=== block 1 ===
## src/rtl/tt_mux_ctrl_rx.sv

```systemverilog
// Pad-driven design selector: synchronizes ctrl_* pins, counts select pulses, latches address on enable.
// Define TT_MUX_CTRL_PROT_ERR_EN to build the sticky protocol-error flag.
module tt_mux_ctrl_rx #(
    parameter int ADDR_W      = 10,
    parameter int SYNC_STAGES = 2
) (
    input  logic              clk,
    input  logic              reset_n,
    input  logic              ctrl_sel_rst_n,
    input  logic              ctrl_sel_inc,
    input  logic              ctrl_ena,
    output logic [ADDR_W-1:0] sel_count,
    output logic [ADDR_W-1:0] sel_addr,
    output logic              design_ena,
    output logic              prot_err
);

    typedef enum logic {
        SELECT = 1'b0,
        ENABLE = 1'b1
    } state_t;

    state_t state, state_d;

    logic [SYNC_STAGES-1:0] rst_sync;
    logic [SYNC_STAGES-1:0] inc_sync;
    logic [SYNC_STAGES-1:0] ena_sync;
    logic                   inc_hist;
    logic                   ena_hist;
    logic [SYNC_STAGES:0]   warm;

    logic [ADDR_W-1:0] count_d;
    logic [ADDR_W-1:0] addr_d;

    logic rst_s;
    logic inc_s;
    logic ena_s;
    logic inc_rise;
    logic ena_rise;

    always_ff @(posedge clk) begin
        if (!reset_n) begin
            rst_sync <= '0;
            inc_sync <= '0;
            ena_sync <= '0;
            inc_hist <= 1'b0;
            ena_hist <= 1'b0;
            warm     <= '0;
        end else begin
            rst_sync <= {rst_sync[SYNC_STAGES-2:0], ctrl_sel_rst_n};
            inc_sync <= {inc_sync[SYNC_STAGES-2:0], ctrl_sel_inc};
            ena_sync <= {ena_sync[SYNC_STAGES-2:0], ctrl_ena};
            inc_hist <= inc_sync[SYNC_STAGES-1];
            ena_hist <= ena_sync[SYNC_STAGES-1];
            warm     <= {warm[SYNC_STAGES-1:0], 1'b1};
        end
    end

    assign rst_s = rst_sync[SYNC_STAGES-1];
    assign inc_s = inc_sync[SYNC_STAGES-1];
    assign ena_s = ena_sync[SYNC_STAGES-1];

    // Edges are ignored until the history flops hold real pad levels,
    // so a pin already high at reset release is not seen as a new edge.
    assign inc_rise = warm[SYNC_STAGES] & inc_s & ~inc_hist;
    assign ena_rise = warm[SYNC_STAGES] & ena_s & ~ena_hist;

    always_comb begin
        state_d = state;
        count_d = sel_count;
        addr_d  = sel_addr;
        unique case (state)
            SELECT: begin
                if (!rst_s) begin
                    count_d = '0;
                end else if (ena_rise) begin
                    state_d = ENABLE;
                    addr_d  = sel_count;
                end else if (inc_rise) begin
                    count_d = sel_count + ADDR_W'(1);
                end
            end
            ENABLE: begin
                if (!rst_s) begin
                    state_d = SELECT;
                    count_d = '0;
                end else if (!ena_s) begin
                    state_d = SELECT;
                end
            end
            default: state_d = SELECT;
        endcase
    end

    always_ff @(posedge clk) begin
        if (!reset_n) begin
            state     <= SELECT;
            sel_count <= '0;
            sel_addr  <= '0;
        end else begin
            state     <= state_d;
            sel_count <= count_d;
            sel_addr  <= addr_d;
        end
    end

    assign design_ena = (state == ENABLE);

`ifdef TT_MUX_CTRL_PROT_ERR_EN
    logic err_q;
    logic err_evt;
    logic err_clr;

    // A select pulse is illegal once enable has been (or is being) taken.
    assign err_evt = inc_rise & ((state == ENABLE) | (rst_s & ena_rise));
    assign err_clr = (state == SELECT) & ~rst_s;

    always_ff @(posedge clk) begin
        if (!reset_n) begin
            err_q <= 1'b0;
        end else if (err_evt) begin
            err_q <= 1'b1;
        end else if (err_clr) begin
            err_q <= 1'b0;
        end
    end

    assign prot_err = err_q;
`else
    assign prot_err = 1'b0;
`endif

endmodule

```

## config.mk

```make
export PLATFORM = sky130hd
export DESIGN_NAME = tt_mux_ctrl_rx
export DESIGN_NICKNAME = d
export VERILOG_FILES = /design/src/rtl/tt_mux_ctrl_rx.sv
export SDC_FILE = /design/constraint.sdc
export NUM_CORES = 1
export LEC_CHECK = 0
export ABC_AREA = 1
export CAP_MARGIN = 20
export CORE_MARGIN = 4
export CORE_UTILIZATION = 50
export DETAILED_ROUTE_END_ITERATION = 7
export PLACE_DENSITY = 0.79
export SLEW_MARGIN = 20
export SYNTH_ARGS = -nofsm -noshare
export SYNTH_HDL_FRONTEND = slang
export SYNTH_SLANG_ARGS = --single-unit
```

## constraint.sdc

```tcl
create_clock -name clk -period 3.1 [get_ports clk]
set_input_delay 0.62 -clock clk [delete_from_list [all_inputs] [get_ports clk]]
set_output_delay 0.62 -clock clk [all_outputs]
set_load 0.02 [all_outputs]
```

=== block 2 ===
--- config.mk ---
export PLATFORM = sky130hd
export DESIGN_NAME = mp_tpcs_usb4_tx_rate_seq
export DESIGN_NICKNAME = d
export VERILOG_FILES = /design/src/rtl/mp_tpcs_usb4_tx_rate_seq.sv
export SDC_FILE = /design/constraint.sdc
export NUM_CORES = 1
export LEC_CHECK = 0
export ABC_AREA = 1
export CAP_MARGIN = 10
export CORE_MARGIN = 4
export CORE_UTILIZATION = 35
export DETAILED_ROUTE_END_ITERATION = 7
export PLACE_DENSITY = 0.55
export SLEW_MARGIN = 25
export SYNTH_ARGS = -nofsm -noshare
export SYNTH_HDL_FRONTEND = slang
export SYNTH_SLANG_ARGS = --single-unit
--- constraint.sdc ---
create_clock -name pclk -period 2.9 [get_ports pclk]
set_input_delay 0.58 -clock pclk [delete_from_list [all_inputs] [get_ports pclk]]
set_output_delay 0.58 -clock pclk [all_outputs]
set_load 0.02 [all_outputs]
--- src/rtl/mp_tpcs_usb4_tx_rate_seq.sv ---
// mp_tpcs_usb4_tx_rate_seq
// USB4 PIPE Tx rate-change sequencer (single lane). When the MAC asks for a
// new rate it gates Tx data, waits for the MAC to idle the lane, hands the new
// rate to the PMA and waits for its ack. It then lets the lane settle before
// re-enabling data and pulsing pipe_phystatus. An ack that never arrives is
// reported through a sticky error flag, and the change is retried.
//
// Parameters
//   SETTLE_CYC  : pclk cycles from PMA ack until Tx data is re-enabled (1..255)
//   ACK_TIMEOUT : max pclk cycles spent waiting for pma_rate_ack (1..4095)
// Ports
//   pclk, pclk_rst_n   : clock, asynchronous active-low reset
//   mac_rate[1:0]      : requested rate (00 Gen2, 01 Gen3; 1x treated as 00)
//   mac_tx_elec_idle   : MAC has put the lane into electrical idle
//   mac_tx_data_valid  : MAC TxDataValid
//   pma_rate_ack       : level ack from the PMA that the rate change is done
//   dp_pipe_rate[1:0]  : rate currently applied to the Tx datapath
//   dp_tx_data_valid   : gated TxDataValid to the datapath
//   pma_rate_req       : rate-change request to the PMA
//   pma_rate[1:0]      : target rate presented to the PMA
//   pipe_phystatus     : one-cycle pulse on completion or abort of a change
//   rate_chg_err       : sticky ack-timeout flag, cleared only by reset
module mp_tpcs_usb4_tx_rate_seq #(
  parameter int SETTLE_CYC  = 16,
  parameter int ACK_TIMEOUT = 1023
) (
  input  logic       pclk,
  input  logic       pclk_rst_n,
  input  logic [1:0] mac_rate,
  input  logic       mac_tx_elec_idle,
  input  logic       mac_tx_data_valid,
  input  logic       pma_rate_ack,
  output logic [1:0] dp_pipe_rate,
  output logic       dp_tx_data_valid,
  output logic       pma_rate_req,
  output logic [1:0] pma_rate,
  output logic       pipe_phystatus,
  output logic       rate_chg_err
);

  typedef enum logic [2:0] {
    ST_ACTIVE,
    ST_QUIESCE,
    ST_REQ,
    ST_WAIT_ACK,
    ST_SETTLE
  } state_t;

  // The counter is compared against its last value rather than the limit
  // itself, so WAIT_ACK lasts exactly ACK_TIMEOUT cycles and SETTLE exactly
  // SETTLE_CYC cycles.
  localparam logic [11:0] ACK_LAST    = 12'(ACK_TIMEOUT - 1);
  localparam logic [11:0] SETTLE_LAST = 12'(SETTLE_CYC - 1);

  state_t      state, state_nxt;
  logic [11:0] cnt, cnt_nxt;
  logic [1:0]  dp_rate_nxt, pma_rate_nxt;
  logic        req_nxt, phy_nxt, err_nxt;
  logic        run_en;
  logic [1:0]  target;
  logic        rate_mismatch;

  // Reserved encodings fall back to Gen2.
  assign target        = (mac_rate == 2'b01) ? 2'b01 : 2'b00;
  assign rate_mismatch = (target != dp_pipe_rate);

  // Data is cut in the same cycle a mismatch appears, before the FSM reacts.
  assign dp_tx_data_valid = mac_tx_data_valid && (state == ST_ACTIVE) && !rate_mismatch;

  always_comb begin
    state_nxt    = state;
    cnt_nxt      = cnt;
    dp_rate_nxt  = dp_pipe_rate;
    pma_rate_nxt = pma_rate;
    req_nxt      = 1'b0;
    phy_nxt      = 1'b0;
    err_nxt      = rate_chg_err;
    case (state)
      ST_ACTIVE: begin
        // run_en holds the FSM for the first edge after reset release.
        if (run_en && rate_mismatch) state_nxt = ST_QUIESCE;
      end
      ST_QUIESCE: begin
        if (mac_tx_elec_idle) begin
          pma_rate_nxt = target;
          state_nxt    = ST_REQ;
        end
      end
      ST_REQ: begin
        cnt_nxt   = '0;
        req_nxt   = 1'b1;
        state_nxt = ST_WAIT_ACK;
      end
      ST_WAIT_ACK: begin
        // Ack is tested first so it wins over a timeout in the same cycle.
        if (pma_rate_ack) begin
          dp_rate_nxt = pma_rate;
          cnt_nxt     = '0;
          state_nxt   = ST_SETTLE;
        end else if (cnt == ACK_LAST) begin
          err_nxt   = 1'b1;
          phy_nxt   = 1'b1;
          cnt_nxt   = '0;
          state_nxt = ST_ACTIVE;
        end else begin
          cnt_nxt = cnt + 12'd1;
          req_nxt = 1'b1;
        end
      end
      ST_SETTLE: begin
        if (cnt == SETTLE_LAST) begin
          phy_nxt   = 1'b1;
          cnt_nxt   = '0;
          state_nxt = ST_ACTIVE;
        end else begin
          cnt_nxt = cnt + 12'd1;
        end
      end
      default: begin
        cnt_nxt   = '0;
        state_nxt = ST_ACTIVE;
      end
    endcase
  end

  always_ff @(posedge pclk or negedge pclk_rst_n) begin
    if (!pclk_rst_n) begin
      state          <= ST_ACTIVE;
      cnt            <= '0;
      dp_pipe_rate   <= 2'b00;
      pma_rate       <= 2'b00;
      pma_rate_req   <= 1'b0;
      pipe_phystatus <= 1'b0;
      rate_chg_err   <= 1'b0;
      run_en         <= 1'b0;
    end else begin
      state          <= state_nxt;
      cnt            <= cnt_nxt;
      dp_pipe_rate   <= dp_rate_nxt;
      pma_rate       <= pma_rate_nxt;
      pma_rate_req   <= req_nxt;
      pipe_phystatus <= phy_nxt;
      rate_chg_err   <= err_nxt;
      run_en         <= 1'b1;
    end
  end

endmodule

**Block 2: I/O pins on the die edge**

Scale: 8 px per um. Pins as bars across the die edge, other pins in grey.
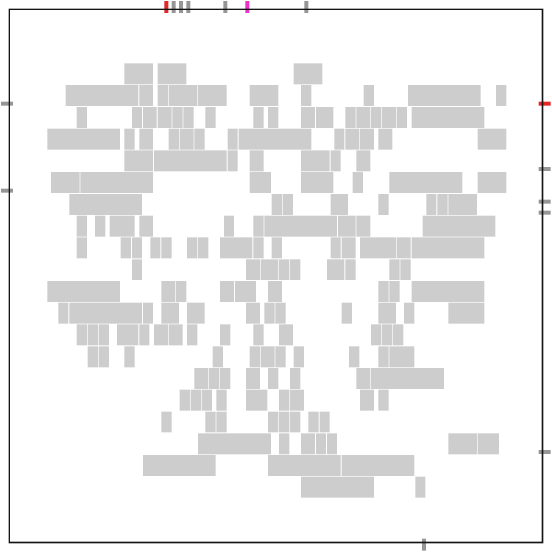
mac_tx_elec_idle -> magenta  # pins 1, direction input, edge top
dp_pipe_rate -> red  # pins 2, direction output, edge 1 top, 1 right
all pins by edge = 7 top, 5 right, 2 left, 1 bottom

==> deck_impl_summary.md, block 2 <==
Run Summary

Critical path
  – Slack of the worst reg-to-reg path: 1.30 ns
  – CP peak stage delay: 0.61 ns
  – Critical path arrival: 2.13 ns
  – Worst setup startpoint: state[2]
  – Number of cells on the critical path: 6

Floorplan
  – Share of the core filled by cells before placement: 37.94%
  – Die span in x: 66.46 um

Pwr
  – Power dissipated by switching net loads: 0.3859 mW
  – Sequential group share of total power: 44.0%
  – Power attributed to combinational cells: 0.364 mW
  – Switching part of the total power: 42.56%
  – IR Drop Worst-Case VDD: 0.2591 mV
  – Pwr top: registers

Cells and area
  – Fill cell total of the finished layout: 337
  – Seq Cell Count: 21
  – Dominant logic cell type in the layout: sky130_fd_sc_hd__nand2_1
  – Invs w/o clock: 29
  – Register area: 525.5 sq um

Routing
  – Amount of wire on met2 after detailed routing: 1.145 mm
  – Met3 wire len: 148 um
  – Highest layer used for signal routing: met4
  – Count of routing violations after the opening detailed-route iteration: 63
  – Total detailed-routing wirelength: 2.504 mm

Logic synthesis
  – Total cells reported by yosys after synthesis: 167
  – Netlist area before placement: 1196 sq um
  – Simple-gate portion of the synthesized area: 35.25%
  – Post-synthesis cell type count: 22
  – Post-synthesis share of cell area spent on and-or and or-and gates: 5.649%
  – Largest family of logic cells by area: simple AND/OR/NAND/NOR gates
  – Synthesized chip area reported by yosys: 1196 sq um
  – Mux share: 0%

Clock tree
  – Total number of H-tree levels: 1
  – Resized Gates After CTS: 0
  – Number of sinks on the clock net: 21
  – Cell at the root of the clock tree: sky130_fd_sc_hd__clkbuf_4

STA
  – Worst clock skew: 0.004176 ns

Global routing
  – Initial antenna violation count: 0
  – Via count of the first global-routing pass: 1,016

Placed design
  – Placer congestion estimate: 0.8813

Status
  – Result of the run: completed
block 2: per-layer routing:
| metal | track usage [%] | up-vias |
|---|---|---|
| met3 | 2.192 | 5 |
| li1 | - | 539 |
| met5 | 0 | - |
| met2 | 20.82 | 32 |
| met4 | 5.584 | 0 |
| met1 | 16.72 | 463 |
block 2: synth_stat cells (all sizes together):
cell type	instances
nand4	3
nor4	1
nor2	21
nand2	50
o21bai	1
dfrtp	21
inv	29
nand3	14
xor2	2
o21ai	8
buf	3
ha	2
conb	2
a21oi	4
nor3	6
block 2: through the flow:
stage	utilization, %	power, mW	area, sq um
2_1_floorplan	-	0.6619	1200
3_5_place_dp	43.13	0.7739	1360
4_1_cts	44.01	0.9219	1388
3_3_place_gp	43.13	0.7686	1360
6_report	44.01	0.9065	1388
5_1_grt	44.01	0.9889	1388
block 2: flip-flops by register name, summed over array words and instances, names as in the netlist:
name	flops
run_en	1
rate_chg_err	1
dp_pipe_rate	1
pma_rate	1
pipe_phystatus	1
state	3
cnt	12
pma_rate_req	1
**Block 1: M2 wires**

Scale: 8 px per um.
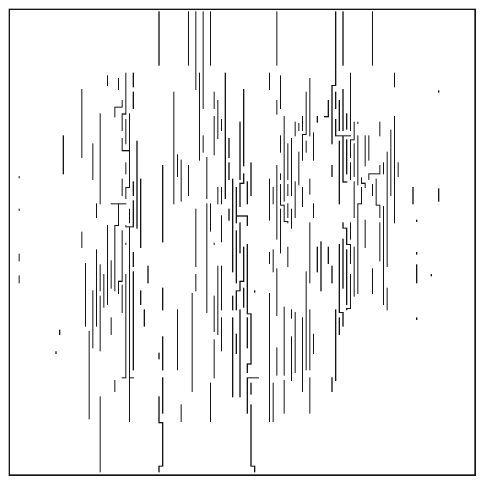
main direction = vertical
wire length on this layer = 1,120 um
total via count after detailed routing: 1,070
GR met2 Demand/Resource: 26.45%
total detailed-routing wirelength: 2.483 mm

==> deck_impl_summary.md, block 1 <==
Run Summary

Cells and area
  – Cell group occupying the most layout area: registers
  – Comb/total area: 30.43%
  – Diodes inserted: 0
  – Utilization after layout: 68.19%

Critical path
  – Worst setup startpoint: sel_count[2]
  – Critical path arrival: 1.45 ns
  – Critical Path Source Type: flop
  – R2R depth: 5
  – FF-to-FF End: sel_addr[8]
  – Number of cells on the critical path: 1

Pwr
  – Part of the power in combinational logic: 3.5%
  – Pwr top: registers

Status
  – Result of the run: completed

STA
  – # setup viols final: 0
  – Achievable Freq: 482.8 MHz
  – Worst slew pin tran: 0.5585 ns
  – Final hold viol count: 0

Routing
  – Number of nets with antenna violations after detailed routing: 0
  – Post-detailed-route via-to-cell ratio: 4.931

Logic synthesis
  – Register area share after synthesis: 51.15%
  – Netlist area before placement: 1252 sq um

Placed design
  – Quantity of I/O buffers inserted on ports: 25

Clock tree
  – Resized Gates After CTS: 0
  – Hold buffer count at cts: 0

Floorplan
  – Die span in x: 58.05 um
  – Io pins: 27
-- block 1: registers in the layout (all words and copies together), names as in the netlist --
register and cells:
warm 3, ena_hist 1, ena_sync 2, rst_sync 2
sel_count 10, design_ena 1, sel_addr 10, inc_sync 2
inc_hist 1
-- block 1: how the worst min path moves through the flow --
stage             endpoint  slack, ns  cells past startpoint
3_5_place_dp   ena_sync[1]       0.40                      2
6_report       rst_sync[1]       0.42                      2
3_3_place_gp       warm[1]       0.39                      2
4_1_cts        ena_sync[1]       0.42                      2
5_1_grt        rst_sync[1]       0.44                      2
2_1_floorplan  ena_sync[1]       0.39                      2
-- block 1: logic make-up after synthesis --
group / after synthesis / synth area share, %
flip-flops: 32 / 51.15
AND-OR/OR-AND: 31 / 13.19
adder cells (fa/ha/maj): 1 / 0.9988
buffers and inverters: 31 / 10.79
other: 1 / 0.2994
AND/OR/NAND/NOR: 64 / 23.58
-- block 1: metrics by stage --
stage / power (mW) / hold WS, ns
5_1_grt: 0.7115 / 0.4393
3_3_place_gp: 0.4523 / 0.3928
2_1_floorplan: 0.4457 / 0.3905
6_report: 0.6872 / 0.4215
4_1_cts: 0.6932 / 0.4155
3_5_place_dp: 0.4537 / 0.3967


==> notes/layouts.md <==
Pictures saved along the way, in no particular order.

Signal wires on met1.
Scale: 6 px per um. Cells faint in the background.
shot_01.png
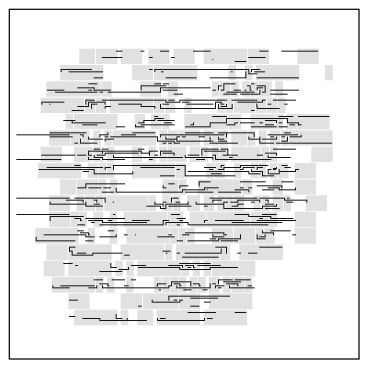
shot_02.png
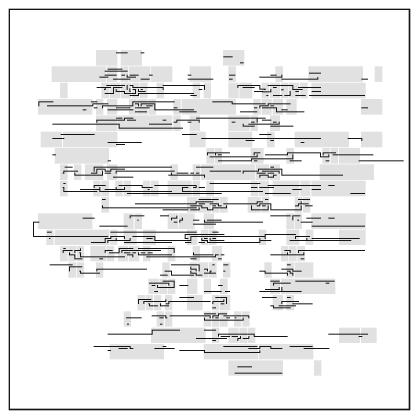
| from | picture |
|---|---|
| block 1 | shot_01.png |
| block 2 | shot_02.png |


==> layout pictures side by side <==
Signal wires on met3.
Scale: 4 px per um. Cells faint in the background.
picture 1
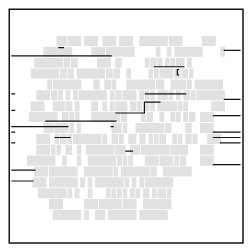
picture 2
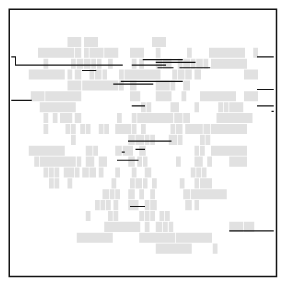
- largest die: picture 2
picture 1 -> block 1
picture 2 -> block 2

Power is estimated from default activity; no workload was simulated.
